==================== interrupt_sequencer
Figure 1. Gate-type map (interrupt_sequencer).
(4 px per um)
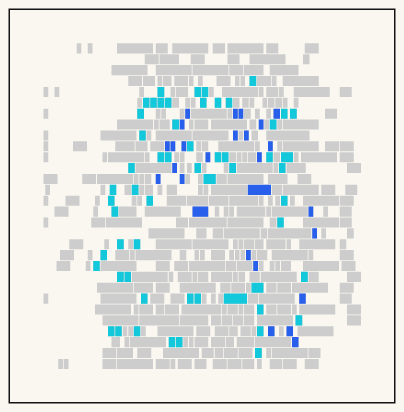

<file path="src/rtl/interrupt_sequencer.sv">
// -----------------------------------------------------------------------------
// interrupt_sequencer
//
// Vectored interrupt controller for the ATmega32A core (Timer0/Timer1 sources).
// When an enabled, unmasked timer flag is pending and SREG.I is set, it freezes
// fetch and waits for the next instruction boundary. It then pushes the 14-bit
// return PC onto the stack, low byte first, through the memory-map write path.
// Finally it loads the PC with the vector of the highest-priority source and
// asks the core to clear that source's TIFR flag and SREG.I.
//
// Ports
//   clk              system clock
//   reset_n          asynchronous active-low reset
//   tifr, timsk      joint Timer0/Timer1 flag and mask registers
//   sreg_i           SREG bit 7, global interrupt enable
//   insn_boundary    one-cycle pulse: instruction done, program_counter = next PC
//   program_counter  current PC (word address)
//   sp               current stack pointer
//   hold             freezes fetch / PC increment while a dispatch is in progress
//   busy             sequencer is not idle
//   mm_we            memory-map write strobe
//   mm_addr          memory-map write address
//   mm_wdata         memory-map write data
//   sp_dec           one-cycle request to decrement SP by one
//   pc_overwrite     one-cycle PC load strobe
//   pc_new           vector address loaded with pc_overwrite
//   flag_clear       one-hot TIFR bit-clear pulse
//   i_clear          one-cycle request to clear SREG.I
//
// All outputs are flops updated together with the state register. No input
// reaches an output combinationally.
// -----------------------------------------------------------------------------
module interrupt_sequencer (
  input  logic        clk,
  input  logic        reset_n,
  input  logic [7:0]  tifr,
  input  logic [7:0]  timsk,
  input  logic        sreg_i,
  input  logic        insn_boundary,
  input  logic [13:0] program_counter,
  input  logic [15:0] sp,
  output logic        hold,
  output logic        busy,
  output logic        mm_we,
  output logic [15:0] mm_addr,
  output logic [7:0]  mm_wdata,
  output logic        sp_dec,
  output logic        pc_overwrite,
  output logic [13:0] pc_new,
  output logic [7:0]  flag_clear,
  output logic        i_clear
);

  // Vector word addresses, listed from highest to lowest priority.
  localparam logic [13:0] VEC_OCF1A = 14'h00E;
  localparam logic [13:0] VEC_TOV1  = 14'h012;
  localparam logic [13:0] VEC_OCF0  = 14'h014;
  localparam logic [13:0] VEC_TOV0  = 14'h016;

  // Only the four timer sources handled here take part in dispatch.
  localparam logic [7:0]  SRC_MASK  = 8'h17;

  typedef enum logic [2:0] {
    S_IDLE,
    S_WAIT,
    S_PUSH_L,
    S_PUSH_H,
    S_JUMP
  } state_t;

  typedef enum logic [1:0] {
    SRC_OCF1A,
    SRC_TOV1,
    SRC_OCF0,
    SRC_TOV0
  } src_t;

  state_t      state;
  logic [13:0] ret_pc;
  logic [15:0] sp_q;
  src_t        src_q;

  logic [7:0]  active;
  logic        pending;
  src_t        sel_src;

  // Fixed-priority encode: bit 4, then 2, then 1, then 0. It is only consulted
  // when at least one of those bits is set, so TOV0 is the fall-through case.
  function automatic src_t prio_encode(input logic [7:0] act);
    if (act[4])      return SRC_OCF1A;
    else if (act[2]) return SRC_TOV1;
    else if (act[1]) return SRC_OCF0;
    else             return SRC_TOV0;
  endfunction

  function automatic logic [13:0] vector_of(input src_t s);
    case (s)
      SRC_OCF1A: return VEC_OCF1A;
      SRC_TOV1:  return VEC_TOV1;
      SRC_OCF0:  return VEC_OCF0;
      default:   return VEC_TOV0;
    endcase
  endfunction

  function automatic logic [7:0] flag_of(input src_t s);
    case (s)
      SRC_OCF1A: return 8'h10;
      SRC_TOV1:  return 8'h04;
      SRC_OCF0:  return 8'h02;
      default:   return 8'h01;
    endcase
  endfunction

  assign active  = tifr & timsk & SRC_MASK;
  assign pending = sreg_i & (|active);
  assign sel_src = prio_encode(active);

  // Each transition loads the output flops with the values the new state
  // presents. The strobes and buses therefore default to zero every cycle,
  // and only hold/busy persist across states.
  always_ff @(posedge clk or negedge reset_n) begin
    if (!reset_n) begin
      state        <= S_IDLE;
      ret_pc       <= '0;
      sp_q         <= '0;
      src_q        <= SRC_OCF1A;
      hold         <= 1'b0;
      busy         <= 1'b0;
      mm_we        <= 1'b0;
      mm_addr      <= '0;
      mm_wdata     <= '0;
      sp_dec       <= 1'b0;
      pc_overwrite <= 1'b0;
      pc_new       <= '0;
      flag_clear   <= '0;
      i_clear      <= 1'b0;
    end else begin
      mm_we        <= 1'b0;
      mm_addr      <= '0;
      mm_wdata     <= '0;
      sp_dec       <= 1'b0;
      pc_overwrite <= 1'b0;
      pc_new       <= '0;
      flag_clear   <= '0;
      i_clear      <= 1'b0;

      case (state)
        S_IDLE: begin
          // A boundary arriving in this same cycle is deliberately ignored.
          // The return address is only taken from a boundary seen in WAIT.
          if (pending) begin
            state <= S_WAIT;
            hold  <= 1'b1;
            busy  <= 1'b1;
          end
        end

        S_WAIT: begin
          if (!pending) begin
            state <= S_IDLE;
            hold  <= 1'b0;
            busy  <= 1'b0;
          end else if (insn_boundary) begin
            // The source is chosen here, not on entry to WAIT. A higher
            // priority flag that rose while waiting still wins.
            ret_pc   <= program_counter;
            sp_q     <= sp;
            src_q    <= sel_src;
            state    <= S_PUSH_L;
            mm_we    <= 1'b1;
            mm_addr  <= sp;
            mm_wdata <= program_counter[7:0];
            sp_dec   <= 1'b1;
          end
        end

        S_PUSH_L: begin
          // Address comes from the latched SP. The push is then independent of
          // when the core applies the sp_dec update. Wraps 0x0000 -> 0xFFFF.
          state    <= S_PUSH_H;
          mm_we    <= 1'b1;
          mm_addr  <= sp_q - 16'd1;
          mm_wdata <= {2'b00, ret_pc[13:8]};
          sp_dec   <= 1'b1;
        end

        S_PUSH_H: begin
          state        <= S_JUMP;
          pc_overwrite <= 1'b1;
          pc_new       <= vector_of(src_q);
          flag_clear   <= flag_of(src_q);
          i_clear      <= 1'b1;
        end

        S_JUMP: begin
          // The core applies flag_clear/i_clear on this edge. The IDLE cycle
          // that follows therefore sees the serviced request already gone.
          state <= S_IDLE;
          hold  <= 1'b0;
          busy  <= 1'b0;
        end

        default: begin
          state <= S_IDLE;
          hold  <= 1'b0;
          busy  <= 1'b0;
        end
      endcase
    end
  end

endmodule
</file>
<file path="config.mk">
export PLATFORM = sky130hd
export DESIGN_NAME = interrupt_sequencer
export DESIGN_NICKNAME = d
export VERILOG_FILES = /design/src/rtl/interrupt_sequencer.sv
export SDC_FILE = /design/constraint.sdc
export NUM_CORES = 1
export LEC_CHECK = 0
export ABC_AREA = 1
export CAP_MARGIN = 20
export CORE_AREA = 8 8 88 90
export DETAILED_ROUTE_END_ITERATION = 16
export DIE_AREA = 0 0 96 98
export GPL_TIMING_DRIVEN = 1
export PLACE_DENSITY = 0.87
export SLEW_MARGIN = 20
export SYNTH_ARGS = -nofsm -noshare
export SYNTH_HDL_FRONTEND = slang
export SYNTH_SLANG_ARGS = --single-unit
</file>
<file path="constraint.sdc">
create_clock -name clk -period 1.74 [get_ports clk]
set_clock_uncertainty 0.2 [all_clocks]
set_input_delay 0.522 -clock clk [delete_from_list [all_inputs] [get_ports clk]]
set_output_delay 0.522 -clock clk [all_outputs]
set_load 0.01 [all_outputs]
</file>
==================== instr_cache_dm
**src/rtl/instr_cache_dm.sv**
```systemverilog
// Direct-mapped instruction cache with word-by-word refill from backing memory.
// Hits respond the cycle after acceptance; misses refill the whole line, then
// deliver the requested word in a single RESPOND cycle.
module instr_cache_dm #(
  parameter int ADDR_W = 32,
  parameter int DATA_W = 32,
  parameter int LINES  = 16,
  parameter int WORDS  = 4
) (
  input  logic              clk,
  input  logic              rst_n,
  input  logic              req_valid,
  input  logic [ADDR_W-1:0] req_addr,
  output logic              req_ready,
  output logic              resp_valid,
  output logic [DATA_W-1:0] resp_data,
  input  logic              flush,
  output logic              mem_req,
  output logic [ADDR_W-1:0] mem_addr,
  input  logic              mem_ack,
  input  logic [DATA_W-1:0] mem_rdata,
  output logic [31:0]       hit_cnt,
  output logic [31:0]       miss_cnt
);

  localparam int OFF_W = $clog2(WORDS);
  localparam int IDX_W = $clog2(LINES);
  localparam int TAG_W = ADDR_W - OFF_W - IDX_W - 2;

  localparam logic [1:0] S_IDLE    = 2'd0;
  localparam logic [1:0] S_REFILL  = 2'd1;
  localparam logic [1:0] S_RESPOND = 2'd2;
  localparam logic [1:0] S_FLUSH   = 2'd3;

  // Storage: data/tag contents are only meaningful while the line's valid bit is set
  logic [DATA_W-1:0] r_data_mem [LINES*WORDS];
  logic [TAG_W-1:0]  r_tag_mem  [LINES];
  logic [LINES-1:0]  r_valid;

  logic [1:0]        r_state;
  logic [OFF_W-1:0]  r_word_ctr;
  logic              r_flush_pend;
  logic              r_resp_valid;
  logic [DATA_W-1:0] r_resp_data;
  logic [DATA_W-1:0] r_fill_word;
  logic [TAG_W-1:0]  r_tag;
  logic [IDX_W-1:0]  r_idx;
  logic [OFF_W-1:0]  r_off;
  logic [31:0]       r_hit_cnt;
  logic [31:0]       r_miss_cnt;

  logic [OFF_W-1:0]       w_off;
  logic [IDX_W-1:0]       w_idx;
  logic [TAG_W-1:0]       w_tag;
  logic                   w_hit;
  logic                   w_fill_we;
  logic                   w_fill_last;
  logic [IDX_W+OFF_W-1:0] w_fill_addr;
  logic                   w_unused_addr_lsb;

  assign w_off             = req_addr[OFF_W+1:2];
  assign w_idx             = req_addr[OFF_W+IDX_W+1:OFF_W+2];
  assign w_tag             = req_addr[ADDR_W-1:OFF_W+IDX_W+2];
  assign w_unused_addr_lsb = ^req_addr[1:0];
  assign w_hit             = r_valid[w_idx] && (r_tag_mem[w_idx] == w_tag);
  assign w_fill_we         = (r_state == S_REFILL) && mem_ack;
  assign w_fill_last       = w_fill_we && (r_word_ctr == OFF_W'(WORDS - 1));
  assign w_fill_addr       = {r_idx, r_word_ctr};

  assign req_ready  = (r_state == S_IDLE) && !flush;
  assign mem_req    = (r_state == S_REFILL);
  assign mem_addr   = {r_tag, r_idx, r_word_ctr, 2'b00};
  assign resp_valid = r_resp_valid;
  assign resp_data  = r_resp_data;
  assign hit_cnt    = r_hit_cnt;
  assign miss_cnt   = r_miss_cnt;

  // Refill writes into the data and tag arrays (not reset; guarded by valid bits)
  always_ff @(posedge clk) begin
    if (w_fill_we) begin
      r_data_mem[w_fill_addr] <= mem_rdata;
    end
    if (w_fill_last) begin
      r_tag_mem[r_idx] <= r_tag;
    end
  end

  // Controller: lookup, refill sequencing, response and flush handling
  always_ff @(posedge clk or negedge rst_n) begin
    if (!rst_n) begin
      r_state      <= S_IDLE;
      r_valid      <= '0;
      r_word_ctr   <= '0;
      r_flush_pend <= 1'b0;
      r_resp_valid <= 1'b0;
      r_resp_data  <= '0;
      r_fill_word  <= '0;
      r_tag        <= '0;
      r_idx        <= '0;
      r_off        <= '0;
    end else begin
      r_resp_valid <= 1'b0;
      case (r_state)
        S_IDLE: begin
          if (flush) begin
            r_state <= S_FLUSH;
          end else if (req_valid) begin
            if (w_hit) begin
              r_resp_valid <= 1'b1;
              r_resp_data  <= r_data_mem[{w_idx, w_off}];
            end else begin
              r_tag          <= w_tag;
              r_idx          <= w_idx;
              r_off          <= w_off;
              r_valid[w_idx] <= 1'b0;
              r_word_ctr     <= '0;
              r_state        <= S_REFILL;
            end
          end
        end
        S_REFILL: begin
          if (flush) begin
            r_flush_pend <= 1'b1;
          end
          if (mem_ack) begin
            // Keep the requested word aside so RESPOND needs no array read
            if (r_word_ctr == r_off) begin
              r_fill_word <= mem_rdata;
            end
            r_word_ctr <= r_word_ctr + 1'b1;
            if (w_fill_last) begin
              r_valid[r_idx] <= 1'b1;
              r_resp_valid   <= 1'b1;
              r_resp_data    <= (r_off == r_word_ctr) ? mem_rdata : r_fill_word;
              r_word_ctr     <= '0;
              r_state        <= S_RESPOND;
            end
          end
        end
        S_RESPOND: begin
          r_flush_pend <= 1'b0;
          r_state      <= (r_flush_pend || flush) ? S_FLUSH : S_IDLE;
        end
        default: begin
          r_valid <= '0;
          r_state <= S_IDLE;
        end
      endcase
    end
  end

  // Saturating hit/miss counters, stepped on accepted requests in IDLE
  always_ff @(posedge clk or negedge rst_n) begin
    if (!rst_n) begin
      r_hit_cnt  <= '0;
      r_miss_cnt <= '0;
    end else if ((r_state == S_IDLE) && !flush && req_valid) begin
      if (w_hit) begin
        if (r_hit_cnt != 32'hFFFF_FFFF) r_hit_cnt <= r_hit_cnt + 32'd1;
      end else begin
        if (r_miss_cnt != 32'hFFFF_FFFF) r_miss_cnt <= r_miss_cnt + 32'd1;
      end
    end
  end

endmodule
```
**config.mk**
```make
export PLATFORM = sky130hd
export DESIGN_NAME = instr_cache_dm
export DESIGN_NICKNAME = d
export VERILOG_FILES = /design/src/rtl/instr_cache_dm.sv
export SDC_FILE = /design/constraint.sdc
export NUM_CORES = 2
export LEC_CHECK = 0
export CAP_MARGIN = 40
export CORE_MARGIN = 1
export CORE_UTILIZATION = 56
export DETAILED_ROUTE_END_ITERATION = 8
export PLACE_DENSITY_LB_ADDON = 0.15
export SLEW_MARGIN = 15
export SYNTH_ARGS = -nofsm -noshare
export SYNTH_HDL_FRONTEND = slang
export SYNTH_SLANG_ARGS = --single-unit
```
**constraint.sdc**
```tcl
create_clock -name clk -period 3.25 [get_ports clk]
set_input_delay 0.4875 -clock clk [delete_from_list [all_inputs] [get_ports clk]]
set_output_delay 0.4875 -clock clk [all_outputs]
set_load 0.02 [all_outputs]
```
==================== step_pulse_gen
[src/rtl/step_pulse_gen_pkg.sv]
// Shared types and default timing for the button step/pulse generator.
// Timing constants are cycles of the 100 MHz board clock.
package step_pulse_gen_pkg;

  typedef enum logic [1:0] {
    CH_IDLE   = 2'd0,
    CH_FIRE   = 2'd1,
    CH_HOLD   = 2'd2,
    CH_REPEAT = 2'd3
  } ch_state_t;

  typedef enum logic [1:0] {
    S_IDLE = 2'd0,
    S_HIGH = 2'd1,
    S_LOW  = 2'd2
  } st_state_t;

  localparam int unsigned DEF_N_BTN         = 5;
  localparam int unsigned DEF_STEP_IDX      = 4;
  localparam int unsigned DEF_REPEAT_DELAY  = 50_000_000;
  localparam int unsigned DEF_REPEAT_PERIOD = 10_000_000;
  localparam int unsigned DEF_STRETCH       = 1_000_000;
  localparam int unsigned DEF_CNT_W         = 27;

endpackage

[src/rtl/step_pulse_gen_channel.sv]
// One button channel: level-to-pulse FSM with auto-repeat counter.
// The counter also runs in the pulse cycle so repeat spacing is exact.
module step_pulse_channel
  import step_pulse_gen_pkg::*;
#(
  parameter int unsigned REPEAT_DELAY  = DEF_REPEAT_DELAY,
  parameter int unsigned REPEAT_PERIOD = DEF_REPEAT_PERIOD,
  parameter int unsigned CNT_W         = DEF_CNT_W
) (
  input  logic clk,
  input  logic reset,
  input  logic btn,
  input  logic rep_en,
  output logic pulse,
  output logic held
);

  localparam logic [CNT_W-1:0] LD_DELAY  = CNT_W'(REPEAT_DELAY - 1);
  localparam logic [CNT_W-1:0] LD_PERIOD = CNT_W'(REPEAT_PERIOD - 1);

  ch_state_t        state;
  logic [CNT_W-1:0] cnt;
  logic [CNT_W-1:0] cnt_dec;

  assign cnt_dec = (cnt == '0) ? '0 : cnt - 1'b1;

  always_ff @(posedge clk) begin
    if (reset) begin
      state <= CH_IDLE;
      cnt   <= '0;
      pulse <= 1'b0;
      held  <= 1'b0;
    end else begin
      pulse <= 1'b0;
      unique case (state)
        CH_IDLE: begin
          if (btn) begin
            state <= CH_FIRE;
            cnt   <= LD_DELAY;
            pulse <= 1'b1;
            held  <= 1'b1;
          end else begin
            held  <= 1'b0;
          end
        end
        CH_FIRE, CH_REPEAT: begin
          if (!btn) begin
            state <= CH_IDLE;
            held  <= 1'b0;
          end else begin
            state <= CH_HOLD;
            cnt   <= cnt_dec;
          end
        end
        CH_HOLD: begin
          if (!btn) begin
            state <= CH_IDLE;
            held  <= 1'b0;
          end else if (!rep_en) begin
            state <= CH_HOLD;
          end else if (cnt == '0) begin
            state <= CH_REPEAT;
            cnt   <= LD_PERIOD;
            pulse <= 1'b1;
          end else begin
            cnt   <= cnt_dec;
          end
        end
        default: begin
          state <= CH_IDLE;
          held  <= 1'b0;
        end
      endcase
    end
  end

endmodule

[src/rtl/step_pulse_gen.sv]
// Button pulse generator with auto-repeat, plus a stretched,
// glitch-free single-step clock and its step counter.
module step_pulse_gen
  import step_pulse_gen_pkg::*;
#(
  parameter int unsigned N_BTN         = DEF_N_BTN,
  parameter int unsigned STEP_IDX      = DEF_STEP_IDX,
  parameter int unsigned REPEAT_DELAY  = DEF_REPEAT_DELAY,
  parameter int unsigned REPEAT_PERIOD = DEF_REPEAT_PERIOD,
  parameter int unsigned STRETCH       = DEF_STRETCH,
  parameter int unsigned CNT_W         = DEF_CNT_W
) (
  input  logic             clk,
  input  logic             reset,
  input  logic [N_BTN-1:0] btn_in,
  input  logic [N_BTN-1:0] repeat_en,
  output logic [N_BTN-1:0] pulse_out,
  output logic [N_BTN-1:0] held_out,
  output logic             step_clk,
  output logic [15:0]      step_count
);

  localparam logic [CNT_W-1:0] LD_STRETCH = CNT_W'(STRETCH - 1);

  for (genvar g = 0; g < N_BTN; g++) begin : g_ch
    step_pulse_channel #(
      .REPEAT_DELAY  (REPEAT_DELAY),
      .REPEAT_PERIOD (REPEAT_PERIOD),
      .CNT_W         (CNT_W)
    ) u_ch (
      .clk    (clk),
      .reset  (reset),
      .btn    (btn_in[g]),
      .rep_en (repeat_en[g]),
      .pulse  (pulse_out[g]),
      .held   (held_out[g])
    );
  end

  st_state_t        s_state;
  logic [CNT_W-1:0] s_cnt;

  // step_clk is a flop so it cannot glitch; pulses while busy are dropped
  always_ff @(posedge clk) begin
    if (reset) begin
      s_state    <= S_IDLE;
      s_cnt      <= '0;
      step_clk   <= 1'b0;
      step_count <= '0;
    end else begin
      unique case (s_state)
        S_IDLE: begin
          if (pulse_out[STEP_IDX]) begin
            s_state    <= S_HIGH;
            s_cnt      <= LD_STRETCH;
            step_clk   <= 1'b1;
            step_count <= step_count + 16'd1;
          end
        end
        S_HIGH: begin
          if (s_cnt == '0) begin
            s_state  <= S_LOW;
            s_cnt    <= LD_STRETCH;
            step_clk <= 1'b0;
          end else begin
            s_cnt    <= s_cnt - 1'b1;
          end
        end
        S_LOW: begin
          if (s_cnt == '0) begin
            s_state <= S_IDLE;
          end else begin
            s_cnt   <= s_cnt - 1'b1;
          end
        end
        default: begin
          s_state  <= S_IDLE;
          step_clk <= 1'b0;
        end
      endcase
    end
  end

endmodule

[config.mk]
export PLATFORM = sky130hd
export DESIGN_NAME = step_pulse_gen
export DESIGN_NICKNAME = d
export VERILOG_FILES = /design/src/rtl/step_pulse_gen_pkg.sv /design/src/rtl/step_pulse_gen_channel.sv /design/src/rtl/step_pulse_gen.sv
export SDC_FILE = /design/constraint.sdc
export NUM_CORES = 1
export LEC_CHECK = 0
export CAP_MARGIN = 20
export CELL_PAD_IN_SITES_DETAIL_PLACEMENT = 0
export CELL_PAD_IN_SITES_GLOBAL_PLACEMENT = 1
export CORE_MARGIN = 4
export CORE_UTILIZATION = 42
export DETAILED_ROUTE_END_ITERATION = 8
export GPL_TIMING_DRIVEN = 0
export HOLD_SLACK_MARGIN = 0.1
export PLACE_DENSITY_LB_ADDON = 0.1
export SLEW_MARGIN = 20
export SYNTH_ARGS = -nofsm -noshare
export SYNTH_HDL_FRONTEND = slang
export SYNTH_SLANG_ARGS = --single-unit
[constraint.sdc]
create_clock -name clk -period 2.43 [get_ports clk]
set_input_delay 0.3645 -clock clk [delete_from_list [all_inputs] [get_ports clk]]
set_output_delay 0.3645 -clock clk [all_outputs]
set_load 0.005 [all_outputs]
Figure 2. Register map, names as in the netlist (instr_cache_dm).
(1 px per um)
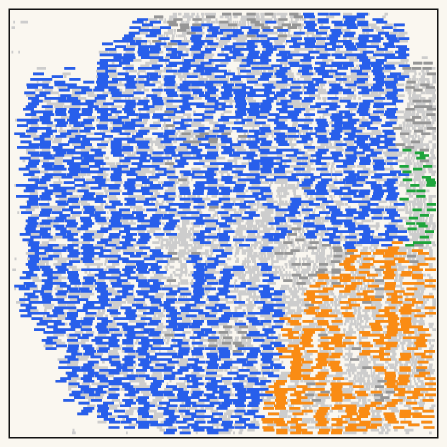
name in the netlist	colour	flops	where
r_tag_mem	orange	384	bottom right
hit_cnt	green	32	right middle
r_data_mem	blue	2,048	spread over the die
not coloured	148
area taken by flip-flops and latches: 0.07753 sq mm
fraction of area in registers: 63.29%
core utilization of the finished layout: 68.43%
Seq. pwr: 40.3 mW

==> impl.org, instr_cache_dm <==
#+TITLE: Physical design notes

** Run status
- Status :: finished with violations
- The checks that failed: negative setup slack.

** Pwr
- For this design the static power due to leakage is 40.99 nW.
- Sequential cells burn 49.1% of the power.
- IR analysis of the VDD net gives a maximum drop of 0.4667 mV.
- Power Total :: slightly above 80 mW

** Route
- DRT met1 WL :: between 100 and 150 mm
- Routed length per placed instance :: 36.85 um
- Via Count :: 56,040
- For this block, the routed nets add up to 305.2 mm of wire.

** Cells and area
- Gate Area :: 0.02342 sq mm
- The final layout report lists a non-clock inverter count of 32.

** STA
- Worst setup margin :: -0.4726 ns
- Setup repair after global routing could not meet its margin everywhere.
- The transition time recorded at the tightest slew-check pin is 0.9049 ns.
- Count of final setup violators :: ~150

** Yosys
- Count of yosys warnings during synthesis :: 0
- Dominant combinational cell family by area after synthesis :: multiplexers
- Synth Area in Simple Gates :: under 10%
- Yosys reg bits :: 2,612
- Number of different library cells in the post-synthesis netlist :: 72
- Post-synth EDFFs :: approximately 2,400

** Critical path
- Per the timing report, the biggest fanout along the worst path comes to 6.
- Cell depth of the worst setup path :: 12
- Traced cell by cell, the critical path runs through mux4_2 > a222oi_1 > nand2_1 > a21o_1 > o31a_1 > or4_4 > or4_4 > a2111o_1 > buf_6 > buf_6 > nor2_4 > xor2_1.

** Floorplan
- The chip occupies 0.1823 sq mm.
- Placeable core region :: ~0.18 sq mm

** Hold path
- Hold Path Cell Cnt :: 1
- Hold Crit Start :: mem_rdata[7]

** Global route
- Entering global routing, the biggest net connects 73 pins.
- Number of global-route vias before repair :: 54,760
- Number of antenna violations at the first check in global routing :: 15

** CTS
- The H-tree generated during clock tree synthesis spans 5 levels.
- The tree is rooted in a sky130_fd_sc_hd__clkbuf_16.
- CTS Sinks :: 2,612
## instr_cache_dm: state kept, by name, summed over array words and instances (netlist names)
signal / flops
r_idx: 4
r_state: 2
r_off: 2
miss_cnt: 32
r_flush_pend: 1
resp_valid: 1
r_tag: 24
resp_data: 32
r_data_mem: 2048
r_fill_word: 32
hit_cnt: 32
r_tag_mem: 384
r_word_ctr: 2
r_valid: 16
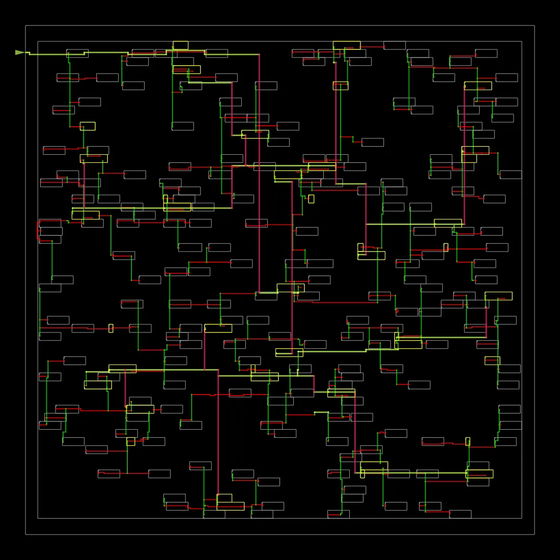
Figure 3: step_pulse_gen, the clock network.
clock network power consumption: 3.48 mW
Layout Skew: 0.01220 ns
Clock Buffer Count: 38
insertion delay to the later sink of the worst-skew pair: 0.52 ns

==> impl.org, step_pulse_gen <==
#+TITLE: Physical design notes

** STA
- Count of final max-slew check failures :: 0
- Adding up every negative setup slack in the final design gives -0.9858 ns.
- The final report lists the setup-violating endpoint count as 17.
- The critical path in the final layout is reported with a setup slack of -0.07814 ns.

** Global route
- In the global route stage, met3 resource usage came out at 3.172%.

** Run status
- Failing checks :: negative setup slack
- Status :: finished with violations

** Critical path
- Category of the worst setup path launch point :: register

** Floorplan
- Before placement the cells fill 42.84% of the core.
- The core region is 0.02613 sq mm.

** Pwr
- Power per cell area :: 676.0 mW/mm^2

** Cells and area
- Per the layout area report, the sequential fraction of cell area is 29.49%.
- Leaving out fill and tap cells, the most frequent cell in the layout is sky130_fd_sc_hd__dfxtp_1.

** Yosys
- For this run the top cell type by instance count after synthesis was sky130_fd_sc_hd__dfxtp_1.

** Route
- WL met2 :: 15.62 mm
## step_pulse_gen: where the power goes
part | total, mW | switching, mW | internal [mW]
logic | 1.98 | 1.19 | 0.789
clock network | 3.48 | 1.42 | 2.06
registers | 3.80 | 0.278 | 3.52
total | 9.26 | 2.90 | 6.37
## step_pulse_gen: repair_timing
action,in CTS,in global routing
pin swaps,13,28
buffers inserted,20,14
gates resized,84,80
cloned,2,1
endpoints found under the setup margin,128,136
## step_pulse_gen: worst register-to-register path: cells and delay by family, from the launching register on
kind	cells	cell delay [ns]
buf+inv	1	0.20
simple gates	2	1.13
compound gates	3	0.70
flops	1	0.35
Figure 4. Wires at chosen ports, followed through buffers (interrupt_sequencer).
(4 px per um)
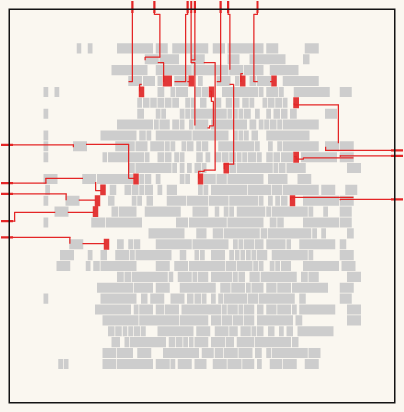
port	colour	bits	direction	edge	end cells	buffers	wire
sp	red	16	input	8 top, 5 left, 3 right	16	16	449 um
boundary pin count: 102
Port Buf Inserts: 79

## Picture notes: Figure 1
family	colour	cells
aoi and oai cells	cyan	57
nor cells	blue	27
multi-input combinational area share: 23.30%
non-filler instance count after layout: 505
Top cell excl fill/tap: sky130_fd_sc_hd__nand2_1

==> impl.org, interrupt_sequencer <==
#+TITLE: Physical design notes

** Run status
- The flow ran to the end, and the final reports show no timing, DRC or antenna violations.

** Pwr
- Combinational cell power :: 2.01 mW
- Power Total :: 5.570 mW
- The internal portion of the total power is ~3.6 mW.
- Per the power-grid run, VDD falls by no more than 0.6590 mV.

** Yosys
- Per the synthesis report, the single largest cell type by area occupies 56.61% of cell area.
- The synthesized design contains 0 enable-type register cells.
- Most area-consuming cells after synthesis :: sky130_fd_sc_hd__dfrtp_1 (57%), sky130_fd_sc_hd__nand2_1 (11%), sky130_fd_sc_hd__o21ai_0 (7.8%)
- Per the post-synthesis report, the number of cells in the design is 310.
- Yosys cell count :: 310
- Aoi/oai-family share of the synthesized area :: 11.00%

** Critical path
- Grouping stages by cell kind, the critical path spends the most delay in buffers and inverters.
- Category of the worst setup path launch point :: input port
- FF-to-FF setup slack :: about 0.030 ns

** CTS
- The later pin in the worst-skew pair is clocked with a latency of 0.34 ns.
- Clock tree from TritonCTS :: yes
- Once the clock tree was built, the resizer swapped 57 gates to a different size.

** Cells and area
- Net total in the final layout :: 471
- In the finished layout, the clock tree contains a buffer count of 9.
- Count of multi-input combinational gates :: slightly below 200
- Clk tree area frac :: 5.516%

** STA
- Unrepaired setup endpoints after global routing :: yes
- Count of final max-slew check failures :: 0

** Floorplan
- Cell row count :: 30

** Route
- TritonRoute reported its final design rule violation total as 0.
- Routed length per placed instance :: 14.35 um

** Placed design
- At the end of routability-driven placement, the weighted congestion stood at 0.8022.
- Cell area reported after detailed placement :: 0.003541 sq mm

** Global route
- Looking at the global route congestion table, the highest-usage layer is met2.
## interrupt_sequencer: worst max-delay path by stage
stage,from,to
6_report,tifr[2],state[0]
5_1_grt,state[1],sp_q[1]
2_1_floorplan,tifr[2],sp_q[11]
3_5_place_dp,timsk[4],src_q[0]
3_3_place_gp,tifr[4],ret_pc[11]
4_1_cts,mm_wdata[1],mm_wdata[1]
## interrupt_sequencer: registers in the layout (all words and copies together), names as in the netlist, 2 cells and up
signal	count
mm_addr	16
state	3
sp_q	16
ret_pc	6
mm_wdata	8
pc_new	4
src_q	2
flag_clear	3

==> gallery <==
Placement density heat map.
panel A
(1.5 px per um) The die is cut into 17 by 17 equal tiles; dark purple is low, yellow is high, 0 to 100% covered.
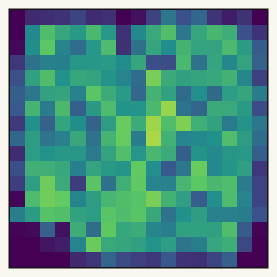
panel B
(3 px per um) The die is cut into 10 by 10 equal tiles; dark purple is low, yellow is high, 0 to 100% covered.
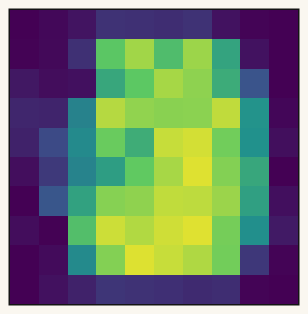
panel C
(0.5 px per um) The die is cut into 21 by 21 equal tiles; dark purple is low, yellow is high, 0 to 100% covered.
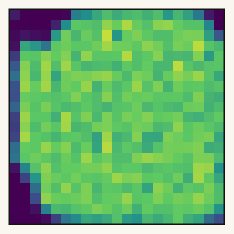
Panel A comes from step_pulse_gen.
Panel B comes from interrupt_sequencer.
Panel C comes from instr_cache_dm.
Of these, largest die: panel C
Of these, smallest die: panel B


Power and IR drop assume default switching activity.
